# wire_packer_flat

### src/rtl/wire_packer_if.sv
// Handshake bundle for wire_packer: bit-serial input side, word-wide output side.
// master drives samples and consumes words; slave is the packer itself.
interface wire_packer_if #(
   parameter int WIDTH = 8
);
   localparam int CW = $clog2(WIDTH);

   logic             in_bit;
   logic             in_valid;
   logic             in_ready;
   logic             flush;
   logic [WIDTH-1:0] out_word;
   logic             out_valid;
   logic             out_ready;
   logic [CW-1:0]    bit_count;
   logic             overrun;

   modport master (
      output in_bit, in_valid, flush, out_ready,
      input  in_ready, out_word, out_valid, bit_count, overrun
   );

   modport slave (
      input  in_bit, in_valid, flush, out_ready,
      output in_ready, out_word, out_valid, bit_count, overrun
   );
endinterface

### src/rtl/wire_packer.sv
// wire_packer: collects one bit per accepted strobe into a WIDTH-bit word and
// hands it out through a one-word registered holding slot with valid/ready.
// Collection of the next word proceeds while the current word waits; only the
// last bit position stalls when the slot is still occupied.
// WIDTH must match the WIDTH of the connected wire_packer_if.
module wire_packer #(
   parameter int WIDTH     = 8,
   parameter bit MSB_FIRST = 1'b1
) (
   input logic          clk,
   input logic          rst,
   wire_packer_if.slave bus
);
   localparam int CW = $clog2(WIDTH);

   // collection stage (p0) and output holding slot (p1)
   logic [WIDTH-1:0] shreg_p0;
   logic [WIDTH-1:0] shreg_nxt;
   logic [CW-1:0]    cnt_p0;
   logic [CW-1:0]    pos;
   logic [CW:0]      cnt_after;
   logic [WIDTH-1:0] word_p1;
   logic             vld_p1;
   logic             ovr_q;

   logic slot_free;
   logic last_slot;
   logic rdy;
   logic accept;
   logic complete;
   logic do_flush;
   logic load;

   // The slot can take a word if empty or being drained on this edge.
   assign slot_free = !vld_p1 || bus.out_ready;
   assign last_slot = (cnt_p0 == CW'(WIDTH - 1));
   // Only the completing bit needs a free slot, so stall just that position.
   assign rdy       = !(last_slot && !slot_free);
   assign accept    = bus.in_valid && rdy;
   assign complete  = accept && last_slot;
   assign cnt_after = {1'b0, cnt_p0} + {{CW{1'b0}}, accept};
   // Flush sees the count after this cycle's accept; a completing bit already
   // emits the word, so flush must not produce a second (padded) one.
   assign do_flush  = bus.flush && !complete && (cnt_after != '0) && slot_free;
   assign load      = complete || do_flush;

   // Place the incoming bit at its slot; unfilled slots stay zero for flush padding.
   always_comb begin
      pos       = MSB_FIRST ? (CW'(WIDTH - 1) - cnt_p0) : cnt_p0;
      shreg_nxt = shreg_p0;
      if (accept) begin
         shreg_nxt[pos] = bus.in_bit;
      end
   end

   // Collection register: advance on accept, clear whenever a word is handed out.
   always_ff @(posedge clk or posedge rst) begin
      if (rst) begin
         shreg_p0 <= '0;
         cnt_p0   <= '0;
      end else if (load) begin
         shreg_p0 <= '0;
         cnt_p0   <= '0;
      end else begin
         shreg_p0 <= shreg_nxt;
         cnt_p0   <= cnt_after[CW-1:0];
      end
   end

   // Output slot: a load on the draining edge keeps valid high with the new word.
   always_ff @(posedge clk or posedge rst) begin
      if (rst) begin
         word_p1 <= '0;
         vld_p1  <= 1'b0;
      end else if (load) begin
         word_p1 <= shreg_nxt;
         vld_p1  <= 1'b1;
      end else if (vld_p1 && bus.out_ready) begin
         vld_p1  <= 1'b0;
      end
   end

   // Sticky flag for a sample offered while the last position was stalled.
   always_ff @(posedge clk or posedge rst) begin
      if (rst) begin
         ovr_q <= 1'b0;
      end else if (bus.in_valid && !rdy) begin
         ovr_q <= 1'b1;
      end
   end

   assign bus.in_ready  = rdy;
   assign bus.out_word  = word_p1;
   assign bus.out_valid = vld_p1;
   assign bus.bit_count = cnt_p0;
   assign bus.overrun   = ovr_q;
endmodule
### src/flat_wrapper.sv
// flat-port wrapper written by rule: the top's interface ports become plain ports
module wire_packer_flat 
#(
   parameter int WIDTH     = 8,
   parameter bit MSB_FIRST = 1'b1
)
  (clk, rst, bus_in_bit, bus_in_valid, bus_flush, bus_out_ready, bus_in_ready, bus_out_word, bus_out_valid, bus_bit_count, bus_overrun);
  wire_packer_if #(.WIDTH(WIDTH)) bus_i ();
  input logic clk;
  input logic rst;
  input wire logic [$bits(bus_i.in_bit)-1:0] bus_in_bit;
  input wire logic [$bits(bus_i.in_valid)-1:0] bus_in_valid;
  input wire logic [$bits(bus_i.flush)-1:0] bus_flush;
  input wire logic [$bits(bus_i.out_ready)-1:0] bus_out_ready;
  output wire logic [$bits(bus_i.in_ready)-1:0] bus_in_ready;
  output wire logic [$bits(bus_i.out_word)-1:0] bus_out_word;
  output wire logic [$bits(bus_i.out_valid)-1:0] bus_out_valid;
  output wire logic [$bits(bus_i.bit_count)-1:0] bus_bit_count;
  output wire logic [$bits(bus_i.overrun)-1:0] bus_overrun;
  assign bus_i.in_bit = bus_in_bit;
  assign bus_i.in_valid = bus_in_valid;
  assign bus_i.flush = bus_flush;
  assign bus_i.out_ready = bus_out_ready;
  assign bus_in_ready = bus_i.in_ready;
  assign bus_out_word = bus_i.out_word;
  assign bus_out_valid = bus_i.out_valid;
  assign bus_bit_count = bus_i.bit_count;
  assign bus_overrun = bus_i.overrun;
  wire_packer #(.WIDTH(WIDTH), .MSB_FIRST(MSB_FIRST)) u_core (.clk(clk), .rst(rst), .bus(bus_i));
endmodule
### config.mk
export PLATFORM = sky130hd
export DESIGN_NAME = wire_packer_flat
export DESIGN_NICKNAME = d
export VERILOG_FILES = /design/src/rtl/wire_packer_if.sv /design/src/rtl/wire_packer.sv /design/src/flat_wrapper.sv
export SDC_FILE = /design/constraint.sdc
export NUM_CORES = 1
export LEC_CHECK = 0
export CORE_UTILIZATION = 40
export CTS_CLUSTER_DIAMETER = 100
export DETAILED_ROUTE_END_ITERATION = 12
export PLACE_DENSITY = 0.74
export SYNTH_ARGS = -nofsm -noshare
export SYNTH_HDL_FRONTEND = slang
export SYNTH_SLANG_ARGS = --single-unit
export TNS_END_PERCENT = 100
### constraint.sdc
create_clock -name clk -period 3.08 [get_ports clk]
set_input_delay 0.616 -clock clk [delete_from_list [all_inputs] [get_ports clk]]
set_output_delay 0.616 -clock clk [all_outputs]
set_load 0.01 [all_outputs]
# inst_fetch_queue

[src/rtl/if_pkg.sv]
// Shared definitions for the fetch -> decode instruction queue.
//   XLEN           instruction / address width
//   fq_entry_t     one queued fetch record {inst, addr, branch_taken}
//   is_misaligned  true when an instruction address is not word aligned
package if_pkg;

    localparam int XLEN = 32;

    typedef struct packed {
        logic [XLEN-1:0] inst;
        logic [XLEN-1:0] addr;
        logic            branch_taken;
    } fq_entry_t;

    function automatic logic is_misaligned(input logic [XLEN-1:0] addr);
        return addr[1:0] != 2'b00;
    endfunction

endpackage

[src/rtl/fq_ptr_ctrl.sv]
// Control path of the instruction queue: read/write pointers, occupancy,
// full/empty, and push/pop/flush arbitration. Holds no payload.
//   clk, rst   clock (rising edge), synchronous active-high reset
//   fu_valid   fetch presents an instruction
//   du_ready   decode accepts the head
//   flush      drop everything, including a same-cycle input
//   fu_ready   queue can accept (state only, never from du_ready)
//   du_valid   head valid (stored entry, or bypassed input when empty)
//   empty      no stored entries; output mux selects the bypass path
//   wr_en      store the input into the array at wr_ptr
//   rd_ptr     head slot, wr_ptr next free slot, count occupancy
module fq_ptr_ctrl #(
    parameter int DEPTH  = 4,
    parameter int BYPASS = 1,
    parameter int PTR_W  = $clog2(DEPTH),
    parameter int CNT_W  = $clog2(DEPTH) + 1
) (
    input  logic             clk,
    input  logic             rst,
    input  logic             fu_valid,
    input  logic             du_ready,
    input  logic             flush,
    output logic             fu_ready,
    output logic             du_valid,
    output logic             empty,
    output logic             wr_en,
    output logic [PTR_W-1:0] rd_ptr,
    output logic [PTR_W-1:0] wr_ptr,
    output logic [CNT_W-1:0] count
);

    localparam logic [CNT_W-1:0] FULL_CNT = CNT_W'(DEPTH);

    logic push;
    logic pop;
    logic rd_adv;

    assign empty    = (count == '0);
    assign fu_ready = (count != FULL_CNT);

    always_comb begin
        du_valid = 1'b0;
        if (!flush) begin
            if (!empty)
                du_valid = 1'b1;
            else if (BYPASS != 0)
                du_valid = fu_valid;
        end
    end

    assign push   = fu_valid & fu_ready;
    assign pop    = du_valid & du_ready;
    // A pop while empty can only be the bypassed input; it never touches the array.
    assign rd_adv = pop & !empty;
    assign wr_en  = push & !flush & !(pop & empty);

    always_ff @(posedge clk) begin
        if (rst || flush) begin
            rd_ptr <= '0;
            wr_ptr <= '0;
            count  <= '0;
        end else begin
            // Pointers wrap naturally because DEPTH is a power of two.
            if (wr_en)
                wr_ptr <= wr_ptr + PTR_W'(1);
            if (rd_adv)
                rd_ptr <= rd_ptr + PTR_W'(1);
            count <= count + CNT_W'(wr_en) - CNT_W'(rd_adv);
        end
    end

endmodule

[src/rtl/inst_fetch_queue.sv]
// DEPTH-entry instruction FIFO between fetch and decode with valid/ready on
// both sides, optional zero-latency bypass when empty, and one-cycle flush.
//   clk, rst                 clock (rising edge), synchronous active-high reset
//   i_fu_valid/inst/addr/branch_taken, o_fu_ready      fetch side
//   o_du_valid/inst/addr/branch_taken/align_error, i_du_ready   decode side
//   i_exec_flush             discard all entries and any same-cycle input
//   o_count                  current occupancy
module inst_fetch_queue #(
    parameter int XLEN   = 32,
    parameter int DEPTH  = 4,
    parameter int BYPASS = 1
) (
    input  logic                   clk,
    input  logic                   rst,
    input  logic                   i_fu_valid,
    input  logic [XLEN-1:0]        i_fu_inst,
    input  logic [XLEN-1:0]        i_fu_addr,
    input  logic                   i_fu_branch_taken,
    output logic                   o_fu_ready,
    output logic                   o_du_valid,
    output logic [XLEN-1:0]        o_du_inst,
    output logic [XLEN-1:0]        o_du_addr,
    output logic                   o_du_branch_taken,
    output logic                   o_du_align_error,
    input  logic                   i_du_ready,
    input  logic                   i_exec_flush,
    output logic [$clog2(DEPTH):0] o_count
);

    import if_pkg::*;

    localparam int PTR_W = $clog2(DEPTH);
    localparam int CNT_W = $clog2(DEPTH) + 1;

    if (DEPTH < 2 || (DEPTH & (DEPTH - 1)) != 0) begin : g_depth_chk
        $error("inst_fetch_queue: DEPTH must be a power of two and at least 2");
    end
    if (XLEN != if_pkg::XLEN) begin : g_xlen_chk
        $error("inst_fetch_queue: XLEN must match if_pkg::XLEN");
    end

    logic             empty;
    logic             wr_en;
    logic [PTR_W-1:0] rd_ptr;
    logic [PTR_W-1:0] wr_ptr;
    fq_entry_t        mem [DEPTH];
    fq_entry_t        sel;

    fq_ptr_ctrl #(
        .DEPTH (DEPTH),
        .BYPASS(BYPASS),
        .PTR_W (PTR_W),
        .CNT_W (CNT_W)
    ) u_ctrl (
        .clk     (clk),
        .rst     (rst),
        .fu_valid(i_fu_valid),
        .du_ready(i_du_ready),
        .flush   (i_exec_flush),
        .fu_ready(o_fu_ready),
        .du_valid(o_du_valid),
        .empty   (empty),
        .wr_en   (wr_en),
        .rd_ptr  (rd_ptr),
        .wr_ptr  (wr_ptr),
        .count   (o_count)
    );

    // Payload array is not reset; only occupancy decides what is visible.
    always_ff @(posedge clk) begin
        if (wr_en) begin
            mem[wr_ptr].inst         <= i_fu_inst;
            mem[wr_ptr].addr         <= i_fu_addr;
            mem[wr_ptr].branch_taken <= i_fu_branch_taken;
        end
    end

    // Head entry when occupied, live input when empty in bypass mode, else zero.
    always_comb begin
        sel = '0;
        if (!empty) begin
            sel = mem[rd_ptr];
        end else if (BYPASS != 0 && i_fu_valid) begin
            sel.inst         = i_fu_inst;
            sel.addr         = i_fu_addr;
            sel.branch_taken = i_fu_branch_taken;
        end
    end

    assign o_du_inst         = sel.inst;
    assign o_du_addr         = sel.addr;
    assign o_du_branch_taken = sel.branch_taken;
    assign o_du_align_error  = is_misaligned(sel.addr);

endmodule

[config.mk]
export PLATFORM = sky130hd
export DESIGN_NAME = inst_fetch_queue
export DESIGN_NICKNAME = d
export VERILOG_FILES = /design/src/rtl/if_pkg.sv /design/src/rtl/fq_ptr_ctrl.sv /design/src/rtl/inst_fetch_queue.sv
export SDC_FILE = /design/constraint.sdc
export NUM_CORES = 1
export LEC_CHECK = 0
export CAP_MARGIN = 20
export CORE_ASPECT_RATIO = 1.4
export CORE_MARGIN = 2
export CORE_UTILIZATION = 46
export CTS_CLUSTER_SIZE = 20
export DETAILED_ROUTE_END_ITERATION = 10
export PLACE_DENSITY = 0.78
export SLEW_MARGIN = 20
export SYNTH_ARGS = -nofsm -noshare
export SYNTH_HDL_FRONTEND = slang
export SYNTH_SLANG_ARGS = --single-unit
[constraint.sdc]
create_clock -name clk -period 4.47 [get_ports clk]
set_clock_uncertainty 0.1 [all_clocks]
set_input_delay 1.1175 -clock clk [delete_from_list [all_inputs] [get_ports clk]]
set_output_delay 1.1175 -clock clk [all_outputs]
set_load 0.05 [all_outputs]
# seg_digit_scan

## config.mk

```make
export PLATFORM = sky130hd
export DESIGN_NAME = seg_digit_scan
export DESIGN_NICKNAME = d
export VERILOG_FILES = /design/src/rtl/seg_pkg.sv /design/src/rtl/seg_slot_timer.sv /design/src/rtl/seg_digit_scan.sv
export SDC_FILE = /design/constraint.sdc
export NUM_CORES = 1
export LEC_CHECK = 0
export ABC_AREA = 1
export ABC_CLOCK_PERIOD_IN_PS = 1500
export CORE_ASPECT_RATIO = 0.8
export CORE_MARGIN = 2
export CORE_UTILIZATION = 40
export CTS_CLUSTER_DIAMETER = 30
export DETAILED_ROUTE_END_ITERATION = 10
export GPL_TIMING_DRIVEN = 0
export HOLD_SLACK_MARGIN = 0.15
export PLACE_DENSITY = 0.65
export SLEW_MARGIN = 20
export SYNTH_ARGS = -nofsm -noshare
export SYNTH_HDL_FRONTEND = slang
export SYNTH_SLANG_ARGS = --single-unit
```

## constraint.sdc

```tcl
create_clock -name clk -period 1.5 [get_ports clk]
set_clock_uncertainty 0.15 [all_clocks]
set_input_delay 0.225 -clock clk [delete_from_list [all_inputs] [get_ports clk]]
set_output_delay 0.225 -clock clk [all_outputs]
set_load 0.005 [all_outputs]
```

## src/rtl/seg_pkg.sv

```systemverilog
// Shared types and constants for the dual 7-segment scan path.
//   scan_state_t     : scanner phase (blank/show for each of the two digits)
//   SEG_SLOT_CYCLES  : default lit time per digit, in clk cycles
//   SEG_BLANK_CYCLES : default forced-blank time before each digit, in clk cycles
//   SEG_OFF          : segment pattern with every (active-low) segment off
package seg_pkg;

  typedef enum logic [1:0] {
    StBlank0,
    StShow0,
    StBlank1,
    StShow1
  } scan_state_t;

  localparam int unsigned SEG_SLOT_CYCLES  = 6000;
  localparam int unsigned SEG_BLANK_CYCLES = 120;
  localparam logic [6:0]  SEG_OFF          = 7'b1111111;

  // True in either blanking phase.
  function automatic logic is_blank_state(input scan_state_t s);
    return (s == StBlank0) || (s == StBlank1);
  endfunction

  // True while the left digit (value[7:4]) owns the select pin.
  function automatic logic is_left_state(input scan_state_t s);
    return (s == StBlank1) || (s == StShow1);
  endfunction

endpackage

```

## src/rtl/seg_slot_timer.sv

```systemverilog
// Per-phase cycle counter for the digit scanner.
//   clk   : system clock
//   rst_n : synchronous active-low reset, clears the count
//   last  : terminal count (phase length - 1) for the current phase
//   cnt   : current count, 0..last
//   done  : high on the final cycle of the phase (cnt == last); count clears next edge
module seg_slot_timer #(
  parameter int unsigned MaxCount = 1,
  parameter int unsigned CntW     = $clog2(MaxCount + 1)
) (
  input  logic            clk,
  input  logic            rst_n,
  input  logic [CntW-1:0] last,
  output logic [CntW-1:0] cnt,
  output logic            done
);

  logic [CntW-1:0] cnt_q;

  // The terminal count is reloaded by the owner every phase, so the only wrap
  // is the clear on done.
  always_ff @(posedge clk) begin
    if (!rst_n) begin
      cnt_q <= '0;
    end else if (done) begin
      cnt_q <= '0;
    end else begin
      cnt_q <= cnt_q + CntW'(1);
    end
  end

  assign cnt  = cnt_q;
  assign done = (cnt_q == last);

endmodule

```

## src/rtl/seg_digit_scan.sv

```systemverilog
// Two-digit time-multiplexed scanner feeding digit_to_segments.
// Each frame is BLANK0 -> SHOW0 -> BLANK1 -> SHOW1; a new value offered over
// valid/ready is parked in a pending register and committed to the display
// shadow only at the SHOW1 -> BLANK0 boundary, so a frame never tears.
//   clk         : system clock
//   rst_n       : synchronous active-low reset
//   value_valid : upstream offers value this cycle
//   value       : [7:4] left nibble, [3:0] right nibble
//   value_ready : a value can be accepted this cycle
//   digit       : nibble currently presented to the segment decoder
//   digit_sel   : 0 = right digit, 1 = left digit (select pin)
//   blank       : 1 = segments must be forced off
//   frame_start : one-cycle pulse on the first cycle of each frame
module seg_digit_scan
  import seg_pkg::*;
#(
  parameter int unsigned SLOT_CYCLES  = SEG_SLOT_CYCLES,
  parameter int unsigned BLANK_CYCLES = SEG_BLANK_CYCLES
) (
  input  logic       clk,
  input  logic       rst_n,
  input  logic       value_valid,
  input  logic [7:0] value,
  output logic       value_ready,
  output logic [3:0] digit,
  output logic       digit_sel,
  output logic       blank,
  output logic       frame_start
);

  localparam int unsigned MaxCycles = (SLOT_CYCLES > BLANK_CYCLES) ? SLOT_CYCLES : BLANK_CYCLES;
  localparam int unsigned CntW      = $clog2(MaxCycles + 1);

  scan_state_t     state_q;
  logic [7:0]      shadow_q;
  logic            pending_q;
  logic [7:0]      pending_val_q;

  logic [CntW-1:0] slot_last;
  logic [CntW-1:0] cnt;
  logic            slot_done;
  logic            xfer;
  logic            commit;

  always_comb begin
    slot_last = is_blank_state(state_q) ? CntW'(BLANK_CYCLES - 1) : CntW'(SLOT_CYCLES - 1);
  end

  seg_slot_timer #(
    .MaxCount (MaxCycles),
    .CntW     (CntW)
  ) u_slot_timer (
    .clk   (clk),
    .rst_n (rst_n),
    .last  (slot_last),
    .cnt   (cnt),
    .done  (slot_done)
  );

  assign xfer   = value_valid && !pending_q;
  // Only a value already pending before the frame boundary commits; xfer and
  // commit are exclusive because xfer needs pending_q low.
  assign commit = (state_q == StShow1) && slot_done && pending_q;

  always_ff @(posedge clk) begin
    if (!rst_n) begin
      state_q       <= StBlank0;
      shadow_q      <= 8'h00;
      pending_q     <= 1'b0;
      pending_val_q <= 8'h00;
    end else begin
      if (slot_done) begin
        unique case (state_q)
          StBlank0: state_q <= StShow0;
          StShow0:  state_q <= StBlank1;
          StBlank1: state_q <= StShow1;
          StShow1:  state_q <= StBlank0;
          default:  state_q <= StBlank0;
        endcase
      end
      if (xfer) begin
        pending_q     <= 1'b1;
        pending_val_q <= value;
      end else if (commit) begin
        shadow_q  <= pending_val_q;
        pending_q <= 1'b0;
      end
    end
  end

  // Outputs depend on registered state only.
  assign value_ready = !pending_q;
  assign digit_sel   = is_left_state(state_q);
  assign blank       = is_blank_state(state_q);
  assign digit       = digit_sel ? shadow_q[7:4] : shadow_q[3:0];
  assign frame_start = (state_q == StBlank0) && (cnt == '0);

  // A select change must always land inside a blanking interval.
  a_sel_under_blank: assert property (@(posedge clk) disable iff (!rst_n)
    (digit_sel != $past(digit_sel)) |-> blank);

  a_frame_start_blank: assert property (@(posedge clk) disable iff (!rst_n)
    frame_start |-> (blank && !digit_sel));

  a_cnt_in_range: assert property (@(posedge clk) disable iff (!rst_n)
    cnt <= slot_last);

endmodule

```

inst_fetch_queue, placed cells, one color a class:
Drawn at 1.5 px/um. Fill, decap, tap and diode cells in gray.
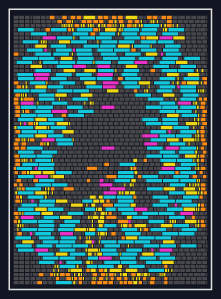
- flops: cyan (cells 269; share of their area 61%)
- other buffers and delay cells: orange (cells 161; share of their area 12%)
- combinational and other logic: yellow (cells 311; share of their area 20%)
- clock drivers and dummy loads: magenta (cells 46; share of their area 6.7%)

==> CHANGELOG.md, inst_fetch_queue <==
### Physical design

* Status: complete, no violations
* Top logic cells by instance count in the layout: 260 x edfxtp_1, 133 x nand2_1, 101 x clkdlybuf4s50_1
* FP Rows at 66
* Wire length per cell at a little under 20 um
* Clock latency (worst-skew pair) at 0.51 ns
* Peak VDD IR at 0.373 mV
* EDFF count, synth at ~260
* Non-filler cells in the finished layout at around 1100
* Top cells by count: 260 x edfxtp_1, 133 x nand2_1, 63 x mux4_2, 55 x o21ai_1
* Post-CTS Resized at 0
* Final Slew Violations at 0
* Chip area in the Yosys report at 10900 um2
* Number of diodes at 0
* Via count at just under 6000
* Mux frac, synth at 0.135
* Core footprint at between 20000 and 25000 um2
* Critical path capture point type: output port
* Final worst path period share at 0.943
* Hold Crit Class: reg -> reg
* CP max FO at 5
* Tot Pwr at 5.53 mW
* Tool warning count at 29
* Placed inst area at roughly 13000 um2
* Port-buffer cells at around 140
* HPWL after DPL at 13.2 mm
* Area of all placed cells without fillers at 13400 um2
* GR Layer Usage met3 at 0.0294
* Dpl ws at between 0.2 and 0.3 ns
-- inst_fetch_queue: power by group --
part	internal, mW	leakage (nW)	switching [mW]	total [mW]
Combinational	0.184	1.51	0.328	0.512
Sequential	2.79	2.42	0.00727	2.80
Clock	1.37	0.425	0.858	2.23
Total	4.34	4.36	1.19	5.53
-- inst_fetch_queue: critical path, stage by stage --
cell	delay, ns
clkdlybuf4s50_1	0.54
nand2_1	0.06
o21ai_0	0.39
clkdlybuf4s50_1	0.89
-- inst_fetch_queue: worst paths after layout --
check / slack, ns / startpoint / depth (start not counted) / end
setup reg to reg: 1.53 / u_ctrl.count[1] / 12 / u_ctrl.count[2]
setup / recovery: 0.25 / i_fu_addr[2] / 4 / o_du_addr[2]
hold / removal: 0.41 / u_ctrl.wr_ptr[1] / 2 / u_ctrl.wr_ptr[1]
hold reg to reg: 0.41 / u_ctrl.wr_ptr[1] / 2 / u_ctrl.wr_ptr[1]
-- inst_fetch_queue: cell type report --
type	instances	area [um2]	area share
Clock buffer	29	641	0.0477
Clock inverter	17	230	0.0171
Inverter	7	26.3	0.00196
Multi-Input combinational cell	304	2610	0.194
Sequential cell	269	8000	0.595
Tap cell	306	383	0.0285
Timing Repair Buffer	161	1550	0.115
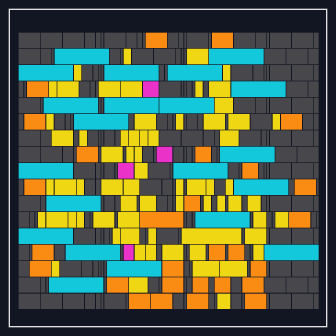
wire_packer_flat: placed cells, one color a class
Drawn at 6 px/um. Fill, decap, tap and diode cells in gray.
- combinational and other logic: yellow (cells 67; share of their area 36%)
- clock drivers and dummy loads: magenta (cells 4; share of their area 2.1%)
- other buffers and delay cells: orange (cells 28; share of their area 21%)
- flops: cyan (cells 21; share of their area 41%)

wire_packer_flat, PDN straps and rails:
Drawn at 8 px/um. Pins as bars on the die edge.
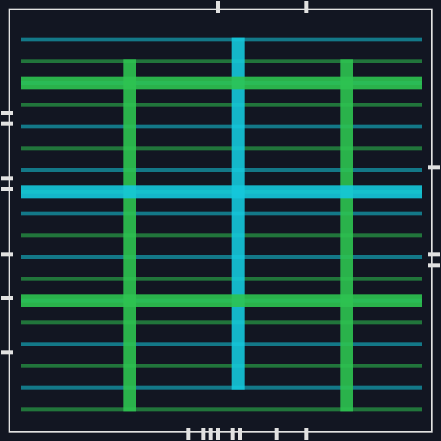
- VSS: green
- VDD: cyan
- rows: 17
- met4 straps: 3
- met1 rails: 18
- met5 straps: 3
- signal pins: 20

==> CHANGELOG.md, wire_packer_flat <==
### Physical design

* TNS Setup at 0 ns
* Worst slew pin tran at 0.786 ns
* GP Congestion at 0.800
* Vias/cell at 4.98
* Syn_area_per_cell at 11.0 um2
* Peak VDD IR at between 0.4 and 0.5 mV
* Logic family by area: simple AND/OR/NAND/NOR gates
* Worst r2r dst: u_core.bus.out_valid
* Hold_buf cts at 0
* Area of all placed cells without fillers at between 1000 and 1500 um2
* MI comb cells at 56
* Placed inst area at 1290 um2
* Flops at 21
* Mapped Cells at 93
* Post-synth regs at 21
* Combinational gate area at 419 um2
* Pwr/cell area at between 800 and 900 nW/um2
* Top cells by count: 21 x dfrtp_1, 14 x mux2i_1, 12 x nor2_1, 11 x inv_1, 4 x nand2_1
* Comb area share at 0.318
* FP Rows at 17
* Status: complete, no violations
* H-tree levels at 1
* Unrepaired setup endpoints after global routing: no
* Final worst path period share at 0.894
* Min cycle time layout at 2.75 ns
* Relative slew slack at 0.476
* Synth Warn # at 0
* GRT Total Usage at 0.164
* EDFF count, synth at 0
* Hold-critical path depth at 2
* Compound-Gate Fraction of Synth Area at 0.0524
* XOR/XNOR Area Share at 0.00854
* Port-buffer cells at 19
## wire_packer_flat: power breakdown
part	internal, mW	total (mW)	switching [mW]
Combinational	0.272	0.513	0.242
Sequential	0.358	0.411	0.0527
Clock	0.0484	0.131	0.0829
## wire_packer_flat: through the flow
| step | util | hold WS, ns | worst slack [ns] |
|---|---|---|---|
| 5_1_grt | 0.569 | 0.533 | 0.254 |
| 3_5_place_dp | 0.557 | 0.474 | 0.00943 |
| 2_1_floorplan | - | 0.456 | 0.371 |
| 3_3_place_gp | 0.557 | 0.459 | 0.0473 |
| 4_1_cts | 0.569 | 0.512 | 0.341 |
| 6_report | 0.569 | 0.503 | 0.327 |
## wire_packer_flat: registers in the layout (all words and copies together) (netlist names)
signal	flops
u_core.bus.overrun	1
u_core.bus.out_word	8
u_core.shreg_p0	8
u_core.bus.bit_count	3
u_core.bus.out_valid	1
## wire_packer_flat: metal layers
metal / global-route usage / wire [um]
met4: 0.0395 / 0
met1: 0.203 / 887
met3: 0.0348 / 60
met5: 0 / 0
met2: 0.287 / 891
seg_digit_scan, PDN straps and rails:
Drawn at 4 px/um. Pins as bars on the die edge.
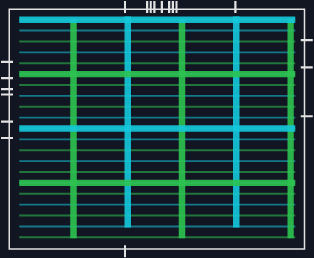
- VSS: green
- VDD: cyan
- met4 straps: 5
- signal pins: 19
Die H: 59.5 um
Die W: 73.4 um
core footprint: 3750 um2
Peak VDD IR: 0.428 mV

seg_digit_scan, placed cells, one color a class:
Drawn at 4 px/um. Fill, decap, tap and diode cells in gray.
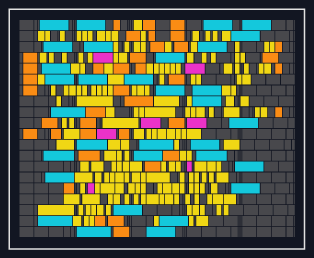
- clock drivers and dummy loads: magenta (cells 7; share of their area 3.6%)
- other buffers and delay cells: orange (cells 38; share of their area 18%)
- combinational and other logic: yellow (cells 185; share of their area 48%)
- flops: cyan (cells 32; share of their area 31%)

==> CHANGELOG.md, seg_digit_scan <==
### Physical design

* Final setup margin at -0.302 ns
* CTS tree: built
* Compound-Gate Fraction of Synth Area at 0.0730
* Die area at 4370 um2
* Status: complete, but fails checks
* Via count at between 1000 and 1500
* # setup viols final at 30
* Failing checks: negative setup slack
* FF+latch area at 659 um2
* Critical path capture point type: output port
* Vias in the first global route at 1208
* Top cell type's share of synthesized area at 0.415
* Fraction of the mapped netlist area in adder cells at 0.0406
* TritonCTS Buffers at 5
* Syn_nets at 237
* Max-cap viol count at 0
* Relative slew slack at 0.822
* Final worst path period share at 1.20
* Commonest Layout Cell: nor2_1
* FP Core Util at 0.411
* Nonclk buf count at 38
* GRT Total Usage at 0.166
* Dpl cells at 283
* Ys cells at around 220
* Share of post-route cells with drive strength above 1 at 0.324
[seg_digit_scan: report_power, final]
group          switching (mW)  internal [mW]  leakage [nW]
clock                   0.299          0.315        0.0410
sequential             0.0201          0.872         0.265
combinational          0.0623         0.0736         0.623
[seg_digit_scan: worst paths after layout]
check | slack (ns) | depth (start not counted) | to | start
max | -0.30 | 8 | digit[2] | state_q[0]
min | 0.30 | 1 | u_slot_timer.cnt[0] | u_slot_timer.cnt[0]
min reg2reg | 0.30 | 1 | u_slot_timer.cnt[0] | u_slot_timer.cnt[0]
max reg2reg | -0.09 | 8 | u_slot_timer.cnt[11] | u_slot_timer.cnt[0]
[seg_digit_scan: metal layers]
metal  wire (um)  global-route usage
met1        1760               0.236
met2        1520               0.251
met3         116              0.0357
met4          25              0.0545
met5           0                   0
[seg_digit_scan: worst max-delay path, delay by kind of cell (launching register included)]
| kind | cells | cell delay, ns |
|---|---|---|
| AND-OR/OR-AND | 1 | 0.06 |
| buffers and inverters | 4 | 0.38 |
| AND/OR/NAND/NOR | 2 | 0.15 |
| adder cells (fa/ha/maj) | 1 | 0.16 |
| flip-flops | 1 | 0.39 |

==> notes/layouts.md <==
Pictures saved along the way, in no particular order.

Cell outlines without signal wires.
image #1
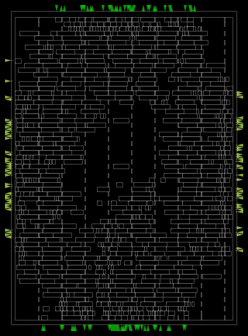
image #2
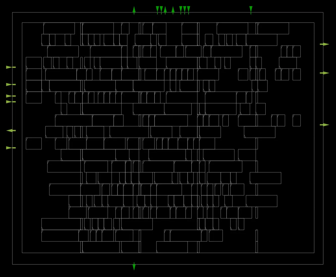
image #3
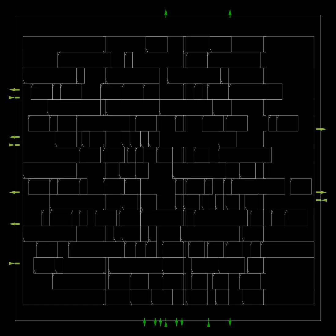
- seg_digit_scan = image #2
- wire_packer_flat = image #3
- inst_fetch_queue = image #1
Of these, most cells: image #1
Of these, fewest sequential cells: image #3



==> layout pictures side by side <==
Signal wires by layer.
shot_01.png
Drawn at 8 px/um. Two of the layers only.
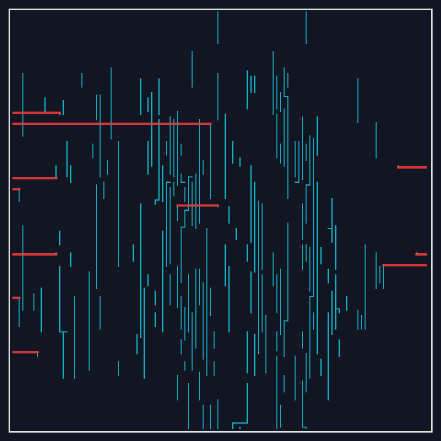
shot_02.png
Drawn at 4 px/um. Two of the layers only.
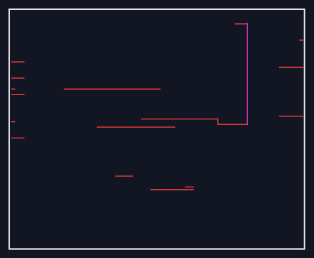
shot_03.png
Drawn at 2 px/um. Two of the layers only.
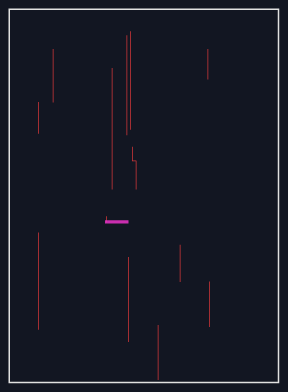
shot_02.png is seg_digit_scan.
shot_03.png is inst_fetch_queue.
shot_01.png is wire_packer_flat.
Of these, smallest die: shot_01.png

Key to shot_03.png:
- metal 5: magenta (wire length 10.1 um)
- metal 4: red (wire length 400 um)

No activity file was given, so power comes from the tool's default toggle rates.
